# rsp_serializer

rsp_serializer, signal wires by layer:
Only two layers are drawn.
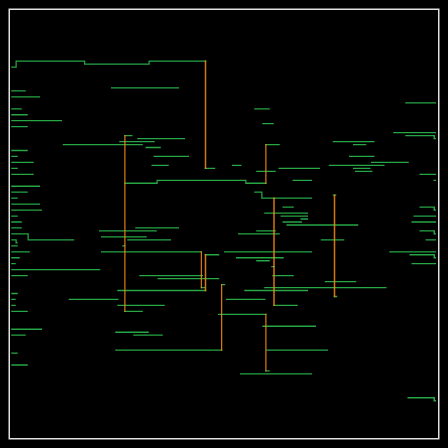

[src/rtl/cmd_pkg.sv]
// Shared command/response types for the host link.
// Packet layouts, opcodes, status codes and serializer states.
package cmd_pkg;

    localparam logic [7:0] OP_READ   = 8'h52;
    localparam logic [7:0] OP_WRITE  = 8'h57;
    localparam logic [7:0] STAT_OK   = 8'h00;
    localparam logic [7:0] SYNC_MARK = 8'hA5;

    typedef struct packed {
        logic [7:0]  opcode;
        logic [31:0] addr;
        logic [31:0] data;
    } cmd_packet_t;

    typedef struct packed {
        logic [7:0]  opcode;
        logic [7:0]  status;
        logic [31:0] addr;
        logic [31:0] data;
    } rsp_packet_t;

    typedef enum logic [2:0] {
        ST_IDLE,
        ST_SYNC,
        ST_OPC,
        ST_STAT,
        ST_ADDR,
        ST_DATA,
        ST_CSUM
    } rsp_state_e;

    // Byte of a 32-bit word, index 0 selects the most significant byte.
    function automatic logic [7:0] word_byte(
        input logic [31:0] w,
        input logic [1:0]  idx
    );
        logic [7:0] b;
        unique case (idx)
            2'd0: b = w[31:24];
            2'd1: b = w[23:16];
            2'd2: b = w[15:8];
            default: b = w[7:0];
        endcase
        return b;
    endfunction

endpackage

[src/rtl/rsp_serializer.sv]
// Response packet to byte-stream framer.
// Emits SYNC, header, optional data and an XOR checksum.
module rsp_serializer
    import cmd_pkg::*;
#(
    parameter logic [7:0] SYNC_BYTE = cmd_pkg::SYNC_MARK,
    parameter logic [7:0] OP_READ   = cmd_pkg::OP_READ,
    parameter logic [7:0] STAT_OK   = cmd_pkg::STAT_OK
) (
    input  logic        clk,
    input  logic        rst,
    input  logic        rsp_fifo_valid,
    input  rsp_packet_t rsp_fifo_data,
    output logic        rsp_fifo_rd_en,
    input  logic        tx_fifo_full,
    output logic        tx_fifo_wr_en,
    output logic [7:0]  tx_fifo_wr_data,
    output logic        busy
);

    rsp_state_e  state_q, state_d;
    rsp_packet_t pkt_q, pkt_d;
    logic [1:0]  idx_q, idx_d;
    logic [7:0]  csum_q, csum_d;
    logic        armed_q;
    logic [7:0]  byte_c;
    logic        has_data;

    assign has_data = (pkt_q.opcode == OP_READ) &&
                      (pkt_q.status == STAT_OK);

    // State, latched packet, byte index and checksum registers.
    always_ff @(posedge clk or negedge rst) begin
        if (!rst) begin
            state_q <= ST_IDLE;
            pkt_q   <= '0;
            idx_q   <= 2'd0;
            csum_q  <= 8'h00;
        end else begin
            state_q <= state_d;
            pkt_q   <= pkt_d;
            idx_q   <= idx_d;
            csum_q  <= csum_d;
        end
    end

    // Blocks a pop on the first edge after reset release.
    always_ff @(posedge clk or negedge rst) begin
        if (!rst) begin
            armed_q <= 1'b0;
        end else begin
            armed_q <= 1'b1;
        end
    end

    // Byte mux: depends only on held state, so it is stable under stall.
    always_comb begin
        byte_c = 8'h00;
        unique case (state_q)
            ST_SYNC: byte_c = SYNC_BYTE;
            ST_OPC:  byte_c = pkt_q.opcode;
            ST_STAT: byte_c = pkt_q.status;
            ST_ADDR: byte_c = word_byte(pkt_q.addr, idx_q);
            ST_DATA: byte_c = word_byte(pkt_q.data, idx_q);
            ST_CSUM: byte_c = csum_q;
            default: byte_c = 8'h00;
        endcase
    end

    // Next-state, pop/write strobes and checksum accumulation.
    always_comb begin
        state_d        = state_q;
        pkt_d          = pkt_q;
        idx_d          = idx_q;
        csum_d         = csum_q;
        rsp_fifo_rd_en = 1'b0;
        tx_fifo_wr_en  = 1'b0;
        unique case (state_q)
            ST_IDLE: begin
                if (rsp_fifo_valid && armed_q) begin
                    rsp_fifo_rd_en = 1'b1;
                    pkt_d          = rsp_fifo_data;
                    csum_d         = 8'h00;
                    idx_d          = 2'd0;
                    state_d        = ST_SYNC;
                end
            end
            ST_SYNC: begin
                if (!tx_fifo_full) begin
                    tx_fifo_wr_en = 1'b1;
                    state_d       = ST_OPC;
                end
            end
            ST_OPC: begin
                if (!tx_fifo_full) begin
                    tx_fifo_wr_en = 1'b1;
                    csum_d        = csum_q ^ byte_c;
                    state_d       = ST_STAT;
                end
            end
            ST_STAT: begin
                if (!tx_fifo_full) begin
                    tx_fifo_wr_en = 1'b1;
                    csum_d        = csum_q ^ byte_c;
                    state_d       = ST_ADDR;
                end
            end
            ST_ADDR: begin
                if (!tx_fifo_full) begin
                    tx_fifo_wr_en = 1'b1;
                    csum_d        = csum_q ^ byte_c;
                    idx_d         = idx_q + 2'd1;
                    if (idx_q == 2'd3) begin
                        state_d = has_data ? ST_DATA : ST_CSUM;
                    end
                end
            end
            ST_DATA: begin
                if (!tx_fifo_full) begin
                    tx_fifo_wr_en = 1'b1;
                    csum_d        = csum_q ^ byte_c;
                    idx_d         = idx_q + 2'd1;
                    if (idx_q == 2'd3) begin
                        state_d = ST_CSUM;
                    end
                end
            end
            ST_CSUM: begin
                if (!tx_fifo_full) begin
                    tx_fifo_wr_en = 1'b1;
                    state_d       = ST_IDLE;
                end
            end
            default: begin
                state_d = ST_IDLE;
            end
        endcase
    end

    assign tx_fifo_wr_data = byte_c;
    assign busy = (state_q != ST_IDLE) | rsp_fifo_rd_en;

endmodule

[config.mk]
export PLATFORM = sky130hd
export DESIGN_NAME = rsp_serializer
export DESIGN_NICKNAME = d
export VERILOG_FILES = /design/src/rtl/cmd_pkg.sv /design/src/rtl/rsp_serializer.sv
export SDC_FILE = /design/constraint.sdc
export NUM_CORES = 1
export LEC_CHECK = 0
export CAP_MARGIN = 40
export CORE_UTILIZATION = 50
export CTS_BUF_LIST = sky130_fd_sc_hd__clkbuf_16
export DETAILED_ROUTE_END_ITERATION = 8
export GPL_ROUTABILITY_DRIVEN = 0
export PLACE_DENSITY = 0.74
export SLEW_MARGIN = 20
export SYNTH_ARGS = -nofsm -noshare
export SYNTH_HDL_FRONTEND = slang
export SYNTH_SLANG_ARGS = --single-unit
[constraint.sdc]
create_clock -name clk -period 2.55 [get_ports clk]
set_input_delay 0.6375 -clock clk [delete_from_list [all_inputs] [get_ports clk]]
set_output_delay 0.6375 -clock clk [all_outputs]
set_load 0.005 [all_outputs]
# display_timings_480p

<file path="config.mk">
export PLATFORM = sky130hd
export DESIGN_NAME = display_timings_480p
export DESIGN_NICKNAME = d
export VERILOG_FILES = /design/src/rtl/display_timing_pkg.sv /design/src/rtl/display_axis_counter.sv /design/src/rtl/display_timings_480p.sv
export SDC_FILE = /design/constraint.sdc
export NUM_CORES = 1
export LEC_CHECK = 0
export CORE_ASPECT_RATIO = 1.1
export CORE_UTILIZATION = 45
export DETAILED_ROUTE_END_ITERATION = 10
export PLACE_DENSITY = 0.72
export SLEW_MARGIN = 5
export SYNTH_ARGS = -nofsm -noshare
export SYNTH_HDL_FRONTEND = slang
export SYNTH_SLANG_ARGS = --single-unit
</file>
<file path="constraint.sdc">
create_clock -name clk_pix -period 5.45 [get_ports clk_pix]
set_clock_uncertainty 0.05 [all_clocks]
set_input_delay 1.09 -clock clk_pix [delete_from_list [all_inputs] [get_ports clk_pix]]
set_output_delay 1.09 -clock clk_pix [all_outputs]
set_load 0.01 [all_outputs]
</file>
<file path="src/rtl/display_timing_pkg.sv">
// Raster timing constants for 640x480p60 and the coordinate type shared by the timing block.
// Latency: n/a (constants only). Backpressure: none.
package display_timing_pkg;

   localparam int CORDW = 10;

   localparam int H_RES  = 640;
   localparam int H_FP   = 16;
   localparam int H_SYNC = 96;
   localparam int H_BP   = 48;
   localparam int V_RES  = 480;
   localparam int V_FP   = 10;
   localparam int V_SYNC = 2;
   localparam int V_BP   = 33;

   localparam bit H_POL = 1'b0;
   localparam bit V_POL = 1'b0;

   function automatic int span_total(input int res, input int fp, input int sync, input int bp);
      return res + fp + sync + bp;
   endfunction

   localparam int H_TOTAL = span_total(H_RES, H_FP, H_SYNC, H_BP);
   localparam int V_TOTAL = span_total(V_RES, V_FP, V_SYNC, V_BP);

   typedef logic [CORDW-1:0] coord_t;

endpackage

</file>
<file path="src/rtl/display_axis_counter.sv">
// One raster axis: position counter with registered sync, plus combinational wrap and next-state active.
// Latency: pos/sync registered one cycle after adv; wrap/active combinational. Backpressure: none.
module display_axis_counter
   import display_timing_pkg::*;
#(
   parameter int W          = CORDW,
   parameter int TOTAL      = H_TOTAL,
   parameter int SYNC_START = H_RES + H_FP,
   parameter int SYNC_END   = H_RES + H_FP + H_SYNC - 1,
   parameter int ACTIVE     = H_RES,
   parameter bit POL        = 1'b0
) (
   input  logic         clk_pix,
   input  logic         rst_n,
   input  logic         hold,
   input  logic         adv,
   output logic [W-1:0] pos,
   output logic         wrap,
   output logic         sync,
   output logic         active
);

   localparam logic [W-1:0] LAST = W'(TOTAL - 1);
   localparam logic [W-1:0] SS   = W'(SYNC_START);
   localparam logic [W-1:0] SE   = W'(SYNC_END);
   localparam logic [W-1:0] ACT  = W'(ACTIVE);

   logic [W-1:0] pos_next;
   logic         sync_next;

   // Holding parks the axis on its last position so the release edge wraps to 0.
   always_comb begin
      wrap      = (pos == LAST);
      pos_next  = pos;
      if (hold) begin
         pos_next = LAST;
      end else if (adv) begin
         pos_next = wrap ? '0 : pos + W'(1);
      end
      active    = !hold && (pos_next < ACT);
      sync_next = !POL;
      if (!hold && (pos_next >= SS) && (pos_next <= SE)) begin
         sync_next = POL;
      end
   end

   always_ff @(posedge clk_pix) begin
      if (!rst_n) begin
         pos  <= LAST;
         sync <= !POL;
      end else begin
         pos  <= pos_next;
         sync <= sync_next;
      end
   end

endmodule

</file>
<file path="src/rtl/display_timings_480p.sv">
// 640x480p60 raster timing generator on clk_pix; optional DISPLAY_TIMINGS_FRAME_CNT_EN adds frame_cnt.
// Latency: all outputs registered from next-state, zero skew. Backpressure: none; holds while unlocked.
module display_timings_480p #(
   parameter int CORDW  = display_timing_pkg::CORDW,
   parameter int H_RES  = display_timing_pkg::H_RES,
   parameter int H_FP   = display_timing_pkg::H_FP,
   parameter int H_SYNC = display_timing_pkg::H_SYNC,
   parameter int H_BP   = display_timing_pkg::H_BP,
   parameter int V_RES  = display_timing_pkg::V_RES,
   parameter int V_FP   = display_timing_pkg::V_FP,
   parameter int V_SYNC = display_timing_pkg::V_SYNC,
   parameter int V_BP   = display_timing_pkg::V_BP,
   parameter bit H_POL  = display_timing_pkg::H_POL,
   parameter bit V_POL  = display_timing_pkg::V_POL
) (
   input  logic             clk_pix,
   input  logic             rst_n,
   input  logic             clk_pix_locked,
   output logic [CORDW-1:0] sx,
   output logic [CORDW-1:0] sy,
   output logic             hsync,
   output logic             vsync,
   output logic             de,
   output logic             line,
   output logic             frame
`ifdef DISPLAY_TIMINGS_FRAME_CNT_EN
   ,
   output logic [15:0]      frame_cnt
`endif
);

   localparam int H_TOTAL = display_timing_pkg::span_total(H_RES, H_FP, H_SYNC, H_BP);
   localparam int V_TOTAL = display_timing_pkg::span_total(V_RES, V_FP, V_SYNC, V_BP);

   logic hold;
   logic h_wrap;
   logic h_active;
   logic v_wrap;
   logic v_active;
   logic line_next;
   logic frame_next;

   assign hold = !clk_pix_locked;

   display_axis_counter #(
      .W          (CORDW),
      .TOTAL      (H_TOTAL),
      .SYNC_START (H_RES + H_FP),
      .SYNC_END   (H_RES + H_FP + H_SYNC - 1),
      .ACTIVE     (H_RES),
      .POL        (H_POL)
   ) u_h (
      .clk_pix (clk_pix),
      .rst_n   (rst_n),
      .hold    (hold),
      .adv     (1'b1),
      .pos     (sx),
      .wrap    (h_wrap),
      .sync    (hsync),
      .active  (h_active)
   );

   // Vertical axis steps only on the horizontal wrap, so vsync spans whole lines.
   display_axis_counter #(
      .W          (CORDW),
      .TOTAL      (V_TOTAL),
      .SYNC_START (V_RES + V_FP),
      .SYNC_END   (V_RES + V_FP + V_SYNC - 1),
      .ACTIVE     (V_RES),
      .POL        (V_POL)
   ) u_v (
      .clk_pix (clk_pix),
      .rst_n   (rst_n),
      .hold    (hold),
      .adv     (h_wrap),
      .pos     (sy),
      .wrap    (v_wrap),
      .sync    (vsync),
      .active  (v_active)
   );

   // A wrap from the current position means the next position is 0 on that axis.
   always_comb begin
      line_next  = clk_pix_locked && h_wrap;
      frame_next = line_next && v_wrap;
   end

   always_ff @(posedge clk_pix) begin
      if (!rst_n) begin
         de    <= 1'b0;
         line  <= 1'b0;
         frame <= 1'b0;
      end else begin
         de    <= h_active && v_active;
         line  <= line_next;
         frame <= frame_next;
      end
   end

`ifdef DISPLAY_TIMINGS_FRAME_CNT_EN
   always_ff @(posedge clk_pix) begin
      if (!rst_n) begin
         frame_cnt <= 16'd0;
      end else if (frame_next) begin
         frame_cnt <= frame_cnt + 16'd1;
      end
   end
`endif

endmodule

</file>
# seven_segment_reader

File: config.mk
export PLATFORM = sky130hd
export DESIGN_NAME = seven_segment_reader
export DESIGN_NICKNAME = d
export VERILOG_FILES = /design/src/rtl/seven_segment_pkg.sv /design/src/rtl/seven_segment_encoder.sv /design/src/rtl/seven_segment_reader.sv
export SDC_FILE = /design/constraint.sdc
export NUM_CORES = 1
export LEC_CHECK = 0
export CAP_MARGIN = 30
export CORE_ASPECT_RATIO = 1.75
export CORE_MARGIN = 4
export CORE_UTILIZATION = 60
export CTS_BUF_LIST = sky130_fd_sc_hd__clkbuf_4
export CTS_CLUSTER_DIAMETER = 200
export CTS_CLUSTER_SIZE = 20
export DETAILED_ROUTE_END_ITERATION = 10
export GPL_TIMING_DRIVEN = 0
export PLACE_DENSITY = 0.79
export SLEW_MARGIN = 5
export SYNTH_ARGS = -nofsm -noshare
export SYNTH_HDL_FRONTEND = slang
export SYNTH_SLANG_ARGS = --single-unit
File: constraint.sdc
create_clock -name clk -period 3.1 [get_ports clk]
set_input_delay 0.775 -clock clk [delete_from_list [all_inputs] [get_ports clk]]
set_output_delay 0.775 -clock clk [all_outputs]
set_load 0.01 [all_outputs]
File: src/rtl/seven_segment_pkg.sv
// rtl/seven_segment_pkg.sv - segment bit map, digit patterns and sampling geometry shared with the renderer
package seven_segment_pkg;

    // Mask layout is {a, b, c, d, e, f, g} on bits 6..0
    localparam logic [2:0] SEG_G = 3'd0;
    localparam logic [2:0] SEG_F = 3'd1;
    localparam logic [2:0] SEG_E = 3'd2;
    localparam logic [2:0] SEG_D = 3'd3;
    localparam logic [2:0] SEG_C = 3'd4;
    localparam logic [2:0] SEG_B = 3'd5;
    localparam logic [2:0] SEG_A = 3'd6;

    localparam logic [6:0] PAT_0 = 7'b1111110;
    localparam logic [6:0] PAT_1 = 7'b0110000;
    localparam logic [6:0] PAT_2 = 7'b1101101;
    localparam logic [6:0] PAT_3 = 7'b1111001;
    localparam logic [6:0] PAT_4 = 7'b0110011;
    localparam logic [6:0] PAT_5 = 7'b1011011;
    localparam logic [6:0] PAT_6 = 7'b1011111;
    localparam logic [6:0] PAT_7 = 7'b1110000;
    localparam logic [6:0] PAT_8 = 7'b1111111;
    localparam logic [6:0] PAT_9 = 7'b1111011;

    localparam logic [2:0] XOFS_LEFT  = 3'd3;
    localparam logic [2:0] XOFS_MID   = 3'd5;
    localparam logic [2:0] XOFS_RIGHT = 3'd7;

    localparam logic [4:0] ROW_END_LINE = 5'd20;

    typedef enum logic [1:0] {
        IDLE,
        CAPTURE,
        EMIT
    } state_t;

    typedef struct packed {
        logic       hit;
        logic [2:0] seg;
    } sample_pt_t;

    function automatic logic [6:0] digit_pattern(input logic [3:0] digit);
        logic [6:0] pat;
        case (digit)
            4'd0:    pat = PAT_0;
            4'd1:    pat = PAT_1;
            4'd2:    pat = PAT_2;
            4'd3:    pat = PAT_3;
            4'd4:    pat = PAT_4;
            4'd5:    pat = PAT_5;
            4'd6:    pat = PAT_6;
            4'd7:    pat = PAT_7;
            4'd8:    pat = PAT_8;
            4'd9:    pat = PAT_9;
            default: pat = 7'b0000000;
        endcase
        return pat;
    endfunction

    // One pixel per segment, taken away from the corners so neighbouring segments never alias
    function automatic sample_pt_t sample_point(input logic [2:0] yofs, input logic [2:0] xofs);
        sample_pt_t sp;
        sp.hit = 1'b1;
        sp.seg = 3'd0;
        case ({yofs, xofs})
            {3'd0, XOFS_MID}:   sp.seg = SEG_A;
            {3'd1, XOFS_LEFT}:  sp.seg = SEG_F;
            {3'd1, XOFS_RIGHT}: sp.seg = SEG_B;
            {3'd2, XOFS_MID}:   sp.seg = SEG_G;
            {3'd3, XOFS_LEFT}:  sp.seg = SEG_E;
            {3'd3, XOFS_RIGHT}: sp.seg = SEG_C;
            {3'd4, XOFS_MID}:   sp.seg = SEG_D;
            default:            sp.hit = 1'b0;
        endcase
        return sp;
    endfunction

endpackage

File: src/rtl/seven_segment_encoder.sv
// rtl/seven_segment_encoder.sv - segment mask to digit, flagging masks that are not a decimal digit
module seven_segment_encoder
    import seven_segment_pkg::*;
(
    input  logic [6:0] i_segments,
    output logic [3:0] o_digit,
    output logic       o_error
);

    always_comb begin
        o_digit = 4'hF;
        o_error = 1'b0;
        case (i_segments)
            PAT_0:   o_digit = 4'd0;
            PAT_1:   o_digit = 4'd1;
            PAT_2:   o_digit = 4'd2;
            PAT_3:   o_digit = 4'd3;
            PAT_4:   o_digit = 4'd4;
            PAT_5:   o_digit = 4'd5;
            PAT_6:   o_digit = 4'd6;
            PAT_7:   o_digit = 4'd7;
            PAT_8:   o_digit = 4'd8;
            PAT_9:   o_digit = 4'd9;
            default: o_error = 1'b1;
        endcase
    end

endmodule

File: src/rtl/seven_segment_reader.sv
// rtl/seven_segment_reader.sv - captures one text row of 7-segment digits from the pixel stream and streams them out
module seven_segment_reader
    import seven_segment_pkg::*;
#(
    parameter logic [3:0] ROW = 4'd0
) (
    input  logic       clk,
    input  logic       reset,
    input  logic       display_on,
    input  logic [8:0] hpos,
    input  logic [8:0] vpos,
    input  logic       pixel,
    output logic [3:0] out_digit,
    output logic [3:0] out_index,
    output logic       out_error,
    output logic       out_valid,
    input  logic       out_ready,
    output logic       frame_done,
    output logic       overrun
);

    state_t     r_state;
    logic [3:0] r_k;
    logic [6:0] r_seg [16];

    logic       w_in_row;
    logic       w_row_start;
    logic       w_row_end;
    logic [3:0] w_cell;
    sample_pt_t w_sample;
    logic       w_strobe;
    logic       w_accept;
    logic [3:0] w_next_k;
    logic [3:0] w_dec_digit;
    logic       w_dec_error;

    assign w_in_row    = (vpos[8:5] == ROW);
    assign w_row_start = w_in_row && (vpos[4:0] == 5'd0) && (hpos == 9'd0);
    assign w_row_end   = w_in_row && (vpos[4:0] == ROW_END_LINE) && (hpos == 9'd0);
    assign w_cell      = hpos[7:4];
    assign w_sample    = sample_point(vpos[4:2], hpos[3:1]);

    // Odd hpos on the third scanline of each 4-line band lands mid-pixel of the renderer's 2x4 blocks
    assign w_strobe = (r_state == CAPTURE) && display_on && w_in_row &&
                      (vpos[1:0] == 2'd2) && hpos[0] && !hpos[8] && w_sample.hit;

    assign w_accept = out_valid && out_ready;

    // The decoder looks one beat ahead so every beat output can be loaded straight into a register
    assign w_next_k = (r_state == EMIT) ? (r_k + 4'd1) : 4'd0;

    seven_segment_encoder u_encoder (
        .i_segments (r_seg[w_next_k]),
        .o_digit    (w_dec_digit),
        .o_error    (w_dec_error)
    );

    always_ff @(posedge clk or negedge reset) begin
        if (!reset) begin
            r_state    <= IDLE;
            r_k        <= 4'd0;
            out_digit  <= 4'd0;
            out_index  <= 4'd0;
            out_error  <= 1'b0;
            out_valid  <= 1'b0;
            frame_done <= 1'b0;
            overrun    <= 1'b0;
            for (int i = 0; i < 16; i++) begin
                r_seg[i] <= 7'd0;
            end
        end else begin
            frame_done <= 1'b0;
            overrun    <= 1'b0;
            case (r_state)
                IDLE: begin
                    if (w_row_start) begin
                        for (int i = 0; i < 16; i++) begin
                            r_seg[i] <= 7'd0;
                        end
                        r_state <= CAPTURE;
                    end
                end
                CAPTURE: begin
                    if (w_strobe) begin
                        r_seg[w_cell][w_sample.seg] <= pixel;
                    end
                    if (w_row_end) begin
                        r_state   <= EMIT;
                        r_k       <= 4'd0;
                        out_valid <= 1'b1;
                        out_index <= 4'd0;
                        out_digit <= w_dec_digit;
                        out_error <= w_dec_error;
                    end
                end
                EMIT: begin
                    // A consumer this slow loses the next frame rather than having its store overwritten
                    if (w_row_start) begin
                        overrun <= 1'b1;
                    end
                    if (w_accept) begin
                        if (r_k == 4'd15) begin
                            r_state    <= IDLE;
                            r_k        <= 4'd0;
                            out_valid  <= 1'b0;
                            out_digit  <= 4'd0;
                            out_index  <= 4'd0;
                            out_error  <= 1'b0;
                            frame_done <= 1'b1;
                        end else begin
                            r_k       <= w_next_k;
                            out_index <= w_next_k;
                            out_digit <= w_dec_digit;
                            out_error <= w_dec_error;
                        end
                    end
                end
                default: r_state <= IDLE;
            endcase
        end
    end

endmodule

# booth_r4_accum

## src/rtl/booth_pkg.sv

```systemverilog
// rtl/booth_pkg.sv - shared encodings and FSM state type for the radix-4 Booth accumulator
package booth_pkg;

  localparam logic [1:0] OP_ZERO = 2'd0;
  localparam logic [1:0] OP_A    = 2'd1;
  localparam logic [1:0] OP_2A   = 2'd2;
  localparam logic [1:0] OP_ILL  = 2'd3;

  localparam logic SGN_ADD = 1'b0;
  localparam logic SGN_SUB = 1'b1;

  typedef enum logic [1:0] {
    IDLE = 2'd0,
    RUN  = 2'd1,
    DONE = 2'd2
  } state_t;

endpackage

```

## src/rtl/booth_pp_gen.sv

```systemverilog
// rtl/booth_pp_gen.sv - combinational signed partial product for one Booth digit
module booth_pp_gen
  import booth_pkg::*;
#(
  parameter int N = 8
) (
  input  logic [N-1:0]        a,
  input  logic [1:0]          op,
  input  logic                sign,
  output logic signed [N+1:0] pp,
  output logic                illegal
);

  logic [N+1:0] mag;

  always_comb begin
    mag     = '0;
    illegal = 1'b0;
    case (op)
      OP_A:    mag = {{2{a[N-1]}}, a};
      OP_2A:   mag = {a[N-1], a, 1'b0};
      OP_ILL:  illegal = 1'b1;
      default: mag = '0;
    endcase
  end

  // Negation as invert plus carry-in; a zero magnitude negates to zero.
  assign pp = (sign == SGN_SUB) ? $signed(~mag + (N+2)'(1)) : $signed(mag);

endmodule

```

## src/rtl/booth_r4_accum.sv

```systemverilog
// rtl/booth_r4_accum.sv - sequential accumulator of radix-4 Booth digits producing a 2N-bit product
module booth_r4_accum
  import booth_pkg::*;
#(
  parameter int N = 8
) (
  input  logic           clk,
  input  logic           rst,
  input  logic           start,
  input  logic [N-1:0]   a,
  input  logic           dig_valid,
  input  logic [1:0]     dig_op,
  input  logic           dig_sign,
  output logic           dig_ready,
  output logic [2*N-1:0] prod,
  output logic           done,
  output logic           busy,
  output logic           err
);

  localparam int            ND   = N / 2;
  localparam int            CW   = $clog2(ND);
  localparam logic [CW-1:0] LAST = CW'(ND - 1);

  state_t           state_q, state_d;
  logic [2*N-1:0]   acc_q, acc_d;
  logic [CW-1:0]    cnt_q, cnt_d;
  logic [N-1:0]     a_q, a_d;
  logic             err_q, err_d;

  logic signed [N+1:0] pp;
  logic                illegal;
  logic [2*N-1:0]      pp_ext;
  logic [2*N-1:0]      pp_wt;

  booth_pp_gen #(.N(N)) u_pp_gen (
    .a       (a_q),
    .op      (dig_op),
    .sign    (dig_sign),
    .pp      (pp),
    .illegal (illegal)
  );

  // Digit i carries weight 4^i, i.e. a left shift of 2*i.
  assign pp_ext = {{(N-2){pp[N+1]}}, pp};
  assign pp_wt  = pp_ext << {cnt_q, 1'b0};

  always_comb begin
    state_d = state_q;
    acc_d   = acc_q;
    cnt_d   = cnt_q;
    a_d     = a_q;
    err_d   = err_q;
    case (state_q)
      IDLE: begin
        if (start) begin
          state_d = RUN;
          a_d     = a;
          acc_d   = '0;
          cnt_d   = '0;
          err_d   = 1'b0;
        end
      end
      RUN: begin
        if (dig_valid) begin
          acc_d = acc_q + pp_wt;
          cnt_d = cnt_q + 1'b1;
          if (illegal) err_d = 1'b1;
          if (cnt_q == LAST) state_d = DONE;
        end
      end
      DONE:    state_d = IDLE;
      default: state_d = IDLE;
    endcase
  end

  always_ff @(posedge clk) begin
    if (rst) begin
      state_q <= IDLE;
      acc_q   <= '0;
      cnt_q   <= '0;
      a_q     <= '0;
      err_q   <= 1'b0;
    end else begin
      state_q <= state_d;
      acc_q   <= acc_d;
      cnt_q   <= cnt_d;
      a_q     <= a_d;
      err_q   <= err_d;
    end
  end

  assign prod      = acc_q;
  assign done      = (state_q == DONE);
  assign busy      = (state_q != IDLE);
  assign dig_ready = (state_q == RUN);
  assign err       = err_q;

endmodule

```

## config.mk

```make
export PLATFORM = sky130hd
export DESIGN_NAME = booth_r4_accum
export DESIGN_NICKNAME = d
export VERILOG_FILES = /design/src/rtl/booth_pkg.sv /design/src/rtl/booth_pp_gen.sv /design/src/rtl/booth_r4_accum.sv
export SDC_FILE = /design/constraint.sdc
export NUM_CORES = 1
export LEC_CHECK = 0
export ABC_AREA = 1
export ABC_CLOCK_PERIOD_IN_PS = 5500
export CAP_MARGIN = 20
export CORE_MARGIN = 2
export CORE_UTILIZATION = 45
export DETAILED_ROUTE_END_ITERATION = 8
export DONT_BUFFER_PORTS = 1
export PLACE_DENSITY_LB_ADDON = 0.15
export SLEW_MARGIN = 10
export SYNTH_ARGS = -nofsm -noshare
export SYNTH_HDL_FRONTEND = slang
export SYNTH_SLANG_ARGS = --single-unit
```

## constraint.sdc

```tcl
create_clock -name clk -period 5.5 [get_ports clk]
set_input_delay 1.1 -clock clk [delete_from_list [all_inputs] [get_ports clk]]
set_output_delay 1.1 -clock clk [all_outputs]
set_load 0.05 [all_outputs]
```

booth_r4_accum, cell sizes after repair:
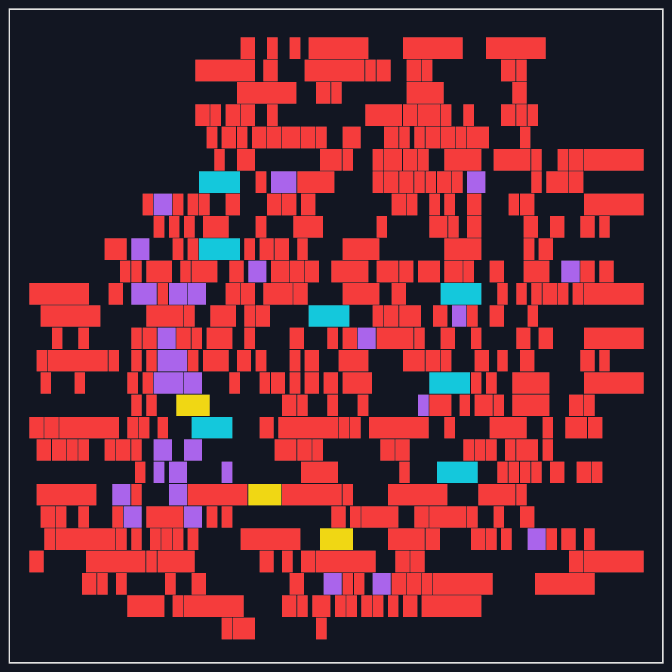
legend:
  purple:
    size: drive 2
    cells: 28
  yellow:
    size: drive 3 to 4
    cells: 3
  red:
    size: drive 1 or less
    cells: 356
  cyan:
    size: drive 6 and up
    cells: 7
Signal buffers: 0
worst setup margin: 1.43 ns
fin area: 2680 sq um
Layout area overhead: 4.74%

==> impl_metrics.csv, booth_r4_accum <==
group,metric,value,unit
global_route,grt-ovfl-total,0,
critical_path,r2r_start,"a_q[0]",
synth,syn_area,2560,sq um
critical_path,critPathBufInv,1,
critical_path,ff2ff_setup_slack,2.32,ns
run_status,status,"completed",
synth,syn_nets,436,
cts,cts_root_buf,"clkbuf_8",
floorplanning,io_pins,35,
floorplanning,initial_core_util,46.5,%
synth,ys_sh_simple,33.9,%
cts,numCtsBuffers,5,
sta,holdWs,0.499,ns
critical_path,crit_path_max_fanout,9,
critical_path,critical-path-slowest-cell,"ha_1",
synth,ys_sh_xor,2.05,%
cells_and_area,top_area_cell_class,"multi-input combinational cells",
synth,yosysCellCount,398,
synth,post_synth_fa_ha_maj_area_fraction,11.5,%
pwr,clkPwrFrac,30.9,%
cells_and_area,nMultiInputCombCells,316,
cells_and_area,fill_cells,569,
global_route,grt_max_degree,20,
cts,clock_latency,0.29,ns
synth,async_reset_ff_share,0,%
worst_hold_path,hold_start,"state_q[0]",
booth_r4_accum: cells in the mapped netlist, types with 2 or more instances:
cell type  count  share of area [%]
nor2_2         3               0.73
o21ai_0       30                5.9
or2_2          4               0.98
nand2_1       86                 13
a21boi_1       2               0.59
mux2i_1        4                1.6
a21o_1         3               0.88
buf_6          2               0.88
inv_1         38                5.6
nor3_1         5               0.98
nor2_4         2               0.88
nand3_1       32                6.2
dfxtp_1       29                 23
nor2_1        40                5.9
ha_1          22                 11
a211oi_1       2               0.59
o21bai_1       3               0.88
o21ai_1        7                1.4
inv_2          3               0.44
xor2_1         5                1.7
buf_4          2               0.59
buf_2          2               0.39
a31oi_1        3               0.73
clkbuf_1       6               0.88
nand3_2        2               0.78
a21oi_1       32                6.2
a21boi_0       4                1.2
nand2_2       13                3.2
booth_r4_accum: power by group through the flow:
stage          Combinational [mW]  Sequential [mW]  Clock [mW]
6_report                    0.201            0.256       0.205
5_1_grt                     0.228            0.259       0.217
4_1_cts                     0.200            0.256       0.207
3_5_place_dp                0.200            0.261           0
3_3_place_gp                0.196            0.261           0
2_1_floorplan               0.171            0.253           0
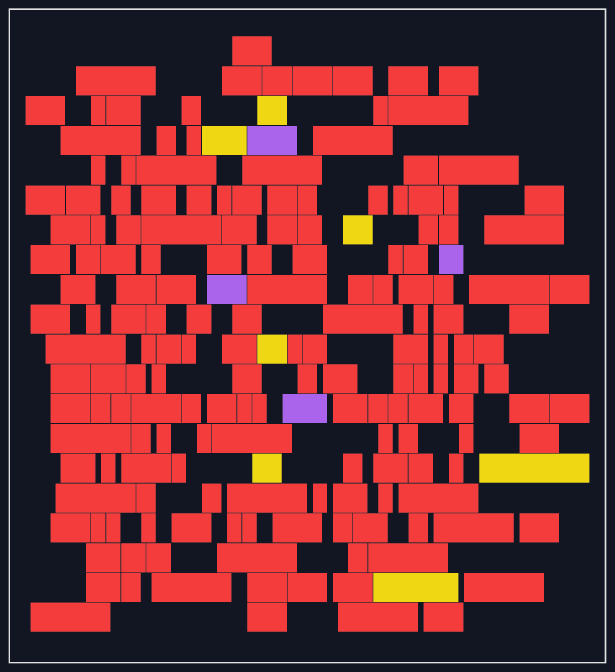
display_timings_480p: cell sizes after repair
legend:
  yellow:
    size: drive 3 to 4
    cells: 7
  red:
    size: drive 1 or less
    cells: 170
  purple:
    size: drive 2
    cells: 4
Signal buffers: 28
Layout area overhead: 22.3%
fin area: 1650 sq um
worst setup margin: 2.76 ns

==> impl_metrics.csv, display_timings_480p <==
group,metric,value,unit
sta,worst_pin_slew,0.624,ns
global_route,use_met1,29.2,%
cts,ctsHoldBuffers,0,
cells_and_area,n_antenna_cell,0,
critical_path,critical-path-slowest-cell,"clkdlybuf4s50_1",
pwr,power.density,254,nW/um^2
detailed_routing,drc,0,
cells_and_area,fin_cells,214,
cts,cts.sink_count,25,
sta,setup_tns,0,ns
worst_hold_path,hold_path_depth,1,
synth,yosysWarnings,0,
synth,syn_nets,162,
critical_path,crit_start,"u_h.pos[5]",
global_route,grt_pass1_vias,1178,
synth,edf_count,0,
critical_path,endpoint,"sx[5]",
sta,hold_violations,0,
detailed_routing,via_per_inst,5.85,
floorplanning,io_pins,28,
sta,finalClockPeriodUsage,49.3,%
placed_design,dp_slack,2.83,ns
synth,synth_cell_types,49,
job,openroad.warnings,27,
critical_path,max_stage_delay,0.61,ns
critical_path,critPathBufInv,1,
critical_path,worstPathArrival,1.55,ns
detailed_routing,dr.pass1.iters,4,
floorplanning,initial_core_util,48.3,%
placed_design,post-place-cells,210,
run_status,status,"completed",
-- display_timings_480p: where the power goes --
group          switching (mW)  total [mW]  internal, mW
logic                  0.0668       0.122        0.0549
registers              0.0183       0.212         0.194
clock network          0.0583      0.0870        0.0287
total                   0.143       0.421         0.277
-- display_timings_480p: final cells by class --
cell class | count | area [sq um]
multi-input combinational | 120 | 793
timing repair buffer | 28 | 278
inverter | 4 | 15.0
tap | 33 | 41.3
fill | 275 | 1150
sequential | 25 | 500
clock buffer | 4 | 26.3
-- display_timings_480p: cells in the mapped netlist, types with 3 or more instances --
cell / instances
nor3_1: 5
xnor2_1: 7
nor2_1: 10
and4_1: 3
xor2_1: 4
dfxtp_1: 25
o21ai_0: 7
ha_1: 3
inv_1: 4
clkbuf_1: 3
nand2_1: 20
a21o_1: 3
and3_1: 3
a21oi_1: 7
nand4_1: 4
nand3_1: 10
-- display_timings_480p: logic make-up after synthesis --
family	after synthesis	synth area share (%)
AND/OR/NAND/NOR	72	31.5
AND-OR/OR-AND	33	16.4
XOR/XNOR	11	7.12
buffers and inverters	11	4.35
adder cells (fa/ha/maj)	3	2.78
flip-flops	25	37.0
multiplexers	1	0.833
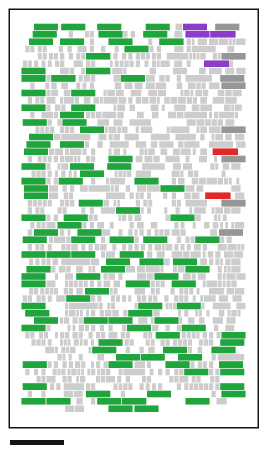
seven_segment_reader: where the registers sit
The bar under the picture is 20 microns long.
legend:
  purple:
    name_in_the_netlist: r_k
    sequential_cells: 4
    where: top right
  green:
    name_in_the_netlist: r_seg
    sequential_cells: 112
    where: spread over the die
  red:
    name_in_the_netlist: r_state
    sequential_cells: 2
flop share of the area: 36.5%
register area: 3160 sq um

==> impl_metrics.csv, seven_segment_reader <==
group,metric,value,unit
critical_path,cp_top_family,"AND-OR/OR-AND gates",
cells_and_area,layout_top_cell,"o21ai_0",
synth,syn_nets,869,
detailed_routing,via_per_inst,7.06,
cells_and_area,fill_cells,959,
cells_and_area,fin_cells,1096,
critical_path,crit_path_max_fanout,8,
synth,synth_cell_types,83,
sta,timing.fmax,315,MHz
run_status,status,"finished, violations left",
floorplanning,initial_core_util,61.3,%
critical_path,endpoint_kind,"flip-flop",
floorplanning,die_height,155,microns
placed_design,portBuffers,31,
detailed_routing,wire_per_inst,25.9,microns
detailed_routing,ant_nets,0,
synth,yosysTopAreaCell,"dfrtp_1",
synth,synth.top_cell.area_share,42.8,%
pwr,vdd_drop_max,442,uV
synth,flop_cell,"dfrtp_1",
synth,mux_share,4.69,%
critical_path,r2r_start,"r_k[1]",
synth,area_leaders,"dfrtp_1 (43%), o21ai_0 (16%), a21oi_1 (8.4%)",
cts,cts_root_buf,"clkbuf_4",
detailed_routing,drc,0,
critical_path,worstPathArrival,3.65,ns
cts,numCtsBuffers,17,
run_status,violations,"setup timing",
floorplanning,die_area,14200,sq um
detailed_routing,wirelength,28300,microns
critical_path,path_depth,10,
sta,holdWs,0.108,ns
sta,fin_ws,-0.0761,ns
sta,setup_viol,3,
-- seven_segment_reader: area by class of cell --
type / instances / area, sq um / area share [%]
tap: 165 / 206 / 2.39
timing repair buffer: 54 / 494 / 5.72
sequential: 126 / 3160 / 36.5
clock inverter: 15 / 188 / 2.17
antenna: 1 / 2.50 / 0.0289
inverter: 13 / 48.8 / 0.564
buffer: 65 / 359 / 4.15
clock buffer: 17 / 128 / 1.48
multi-input combinational: 640 / 4060 / 47.0
-- seven_segment_reader: worst min-delay path by stage --
stage	startpoint	slack [ns]	to	depth (start not counted)
after CTS	reset	0.11	r_seg[30]	1
after global routing	reset	0.12	r_seg[12]	1
after floorplan	r_seg[25]	0.46	r_seg[25]	2
final	reset	0.11	r_seg[36]	1
after detailed placement	out_error	0.47	out_error	2
after global placement	out_error	0.46	out_error	2
-- seven_segment_reader: flip-flops by register name, summed over array words and instances, names as in the netlist --
register / cells
frame_done: 1
out_digit: 4
out_error: 1
out_valid: 1
overrun: 1
r_k: 4
r_seg: 112
r_state: 2
-- seven_segment_reader: power by group --
group	total [mW]	internal (mW)	switching, mW	leakage (nW)
combinational	0.154	0.0439	0.110	1.35
clock	1.28	0.570	0.709	0.155
sequential	1.64	1.64	0.0000457	1.75
rsp_serializer, track usage over the die:
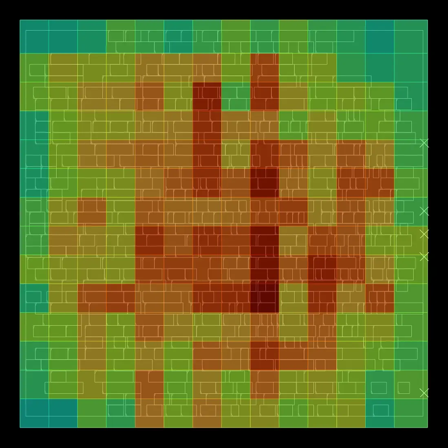
GRT met2 Usage: 41.5%
GRT met1 Usage: 35.4%
GR Util met3: 4.75%

rsp_serializer, signal wires on met4:
The bar under the picture is 20 microns long.
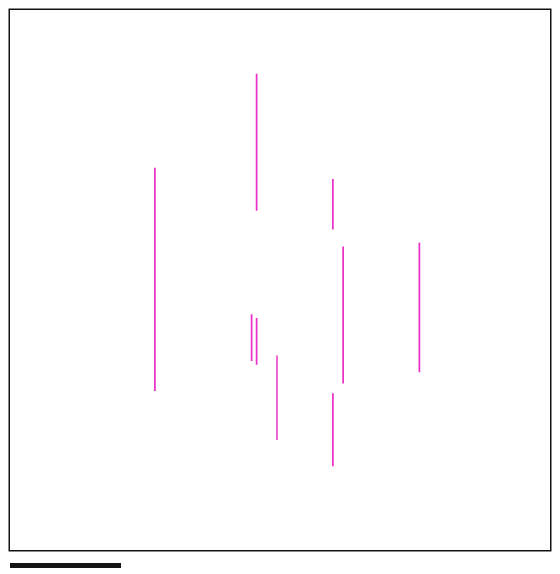
wire length on this layer: 165 microns
share of all routed wire: 1.4%
via count: 3739
final WL: 12200 microns

## Picture notes: 'signal wires by layer' of rsp_serializer
legend:
  orange:
    layer: met4
    wire_length: 165 microns
  green:
    layer: met3
    wire_length: 850 microns
WL/cell: 19.3 microns
All-Layer GR Usage: 25.6%

==> impl_metrics.csv, rsp_serializer <==
group,metric,value,unit
cts,htreeDepth,3,
run_status,violations,"DRC, setup timing",
synth,numSynthFlops,94,
sta,fin_ws,-0.533,ns
detailed_routing,drc,10,
synth,synth.top_cell.area_share,51.4,%
critical_path,critical-path-slowest-cell,"a222oi_1",
cts,cts_tree,"built",
synth,common_cells,"dfrtp_1 (94), mux2_2 (79), nand2_1 (17)",
floorplanning,initial_core_util,52.0,%
critical_path,max_stage_delay,0.57,ns
sta,setup_viol,8,
critical_path,cp_top_family,"AND-OR/OR-AND gates",
cells_and_area,bufAreaShareNonClock,22.5,%
critical_path,crit_path_max_fanout,5,
worst_hold_path,hp-class,"in -> async",
floorplanning,die_height,97.7,microns
run_status,status,"finished, violations left",
[rsp_serializer: registers in the layout, summed over array words and instances, names as in the netlist]
name     flops
state_q      3
armed_q      1
pkt_q       80
csum_q       8
idx_q        2
[rsp_serializer: per-stage QoR]
| step | cells | worst slack (ns) | util, % | hold slack [ns] | instance area, sq um |
|---|---|---|---|---|---|
| 6_report | 632 | -0.533 | 73.0 | 0.270 | 6430 |
| 5_1_grt | 632 | -0.534 | 73.0 | 0.308 | 6430 |
| 4_1_cts | 627 | -0.423 | 71.6 | 0.293 | 6300 |
| 3_5_place_dp | 598 | -0.463 | 66.2 | 0.496 | 5830 |
| 3_3_place_gp | 598 | -0.412 | 66.2 | 0.492 | 5830 |
| 2_1_floorplan | 379 | 0.243 | - | 0.342 | 4580 |
[rsp_serializer: timing repair]
item / in CTS / in global routing
pin swaps: 28 / 20
gates cloned: 1 / 0
gates resized: 57 / 27
endpoints found under the hold margin: 0 / 0
endpoints found under the setup margin: 11 / 11
setup buffers: 13 / 7
[rsp_serializer: metal layers]
metal	wire, microns	part of all wire, %
met3	850	7.0
met4	165	1.4
met5	0	0
met2	6060	50
met1	5130	42

==> layout pictures side by side <==
Logic cells by family.
Plate I
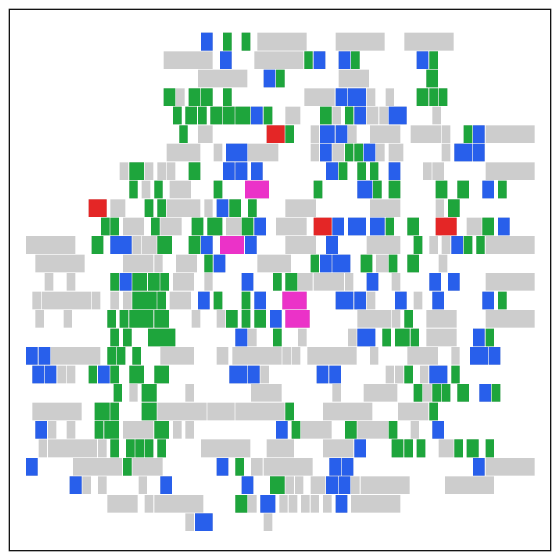
Plate II
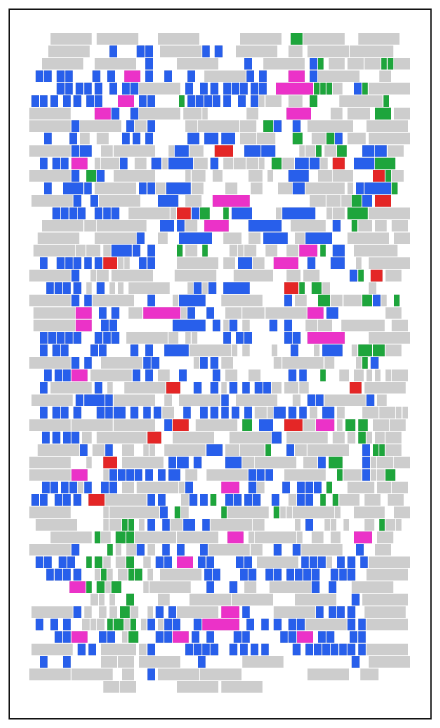
Plate III
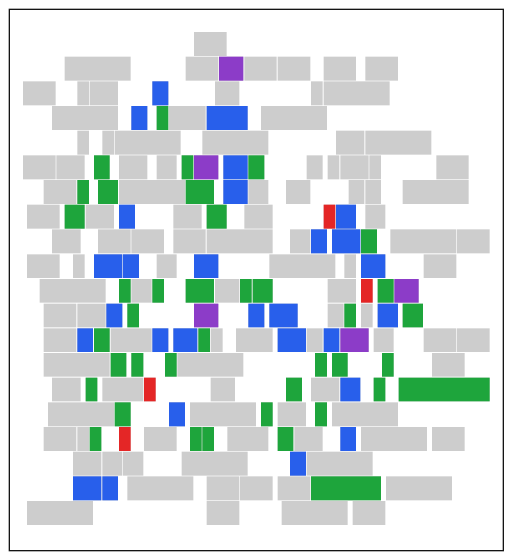
Plate IV
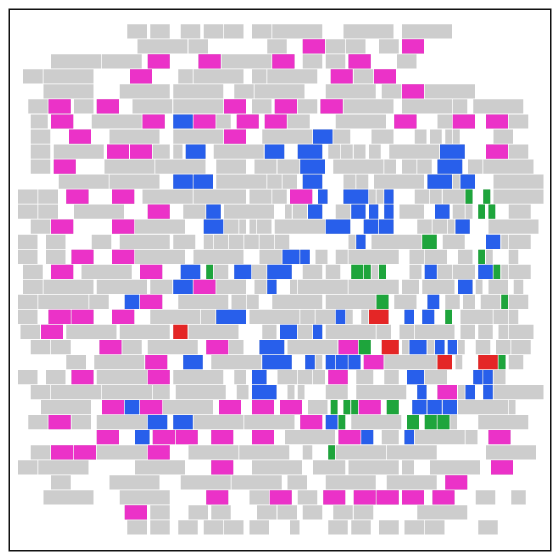
- booth_r4_accum = Plate I
- seven_segment_reader = Plate II
- display_timings_480p = Plate III
- rsp_serializer = Plate IV



==> notes/layouts.md <==
Pictures saved along the way, in no particular order.

Signal wires by layer.
Only two layers are drawn.
picture 1
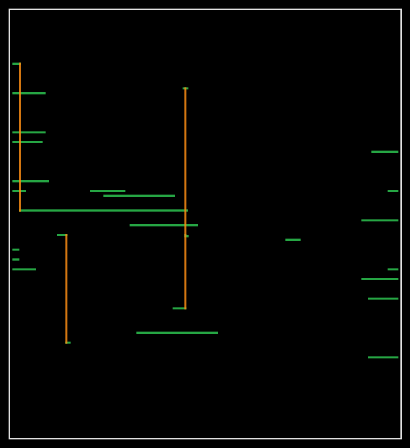
picture 2
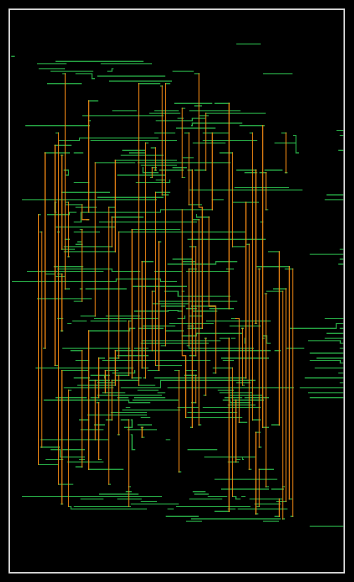
picture 3
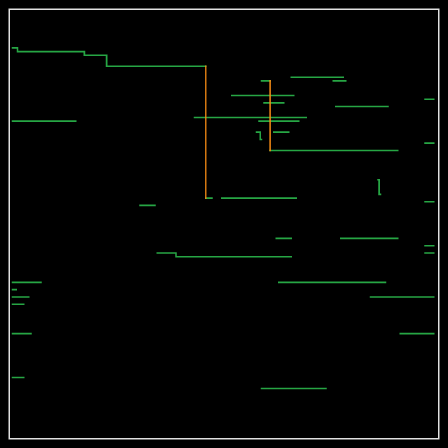
Picture 2 is seven_segment_reader.
Picture 3 is booth_r4_accum.
Picture 1 is display_timings_480p.


==> screenshots <==
Track usage over the die.
(a)
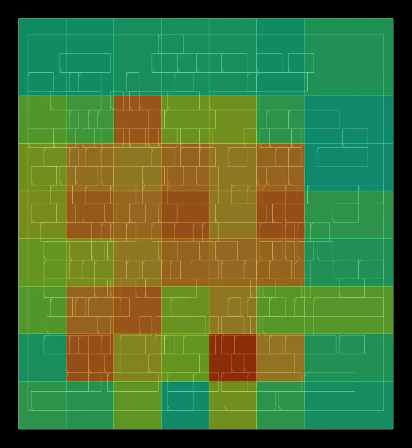
(b)
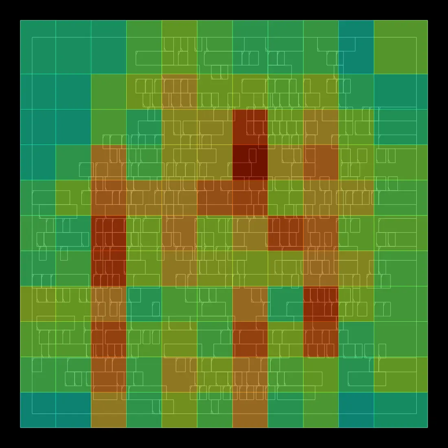
(c)
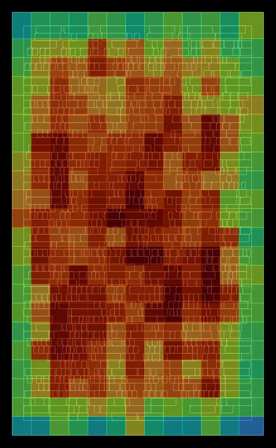
display_timings_480p: (a)
seven_segment_reader: (c)
booth_r4_accum: (b)

Power figures rest on the tool's default switching activity, not on a simulated workload.
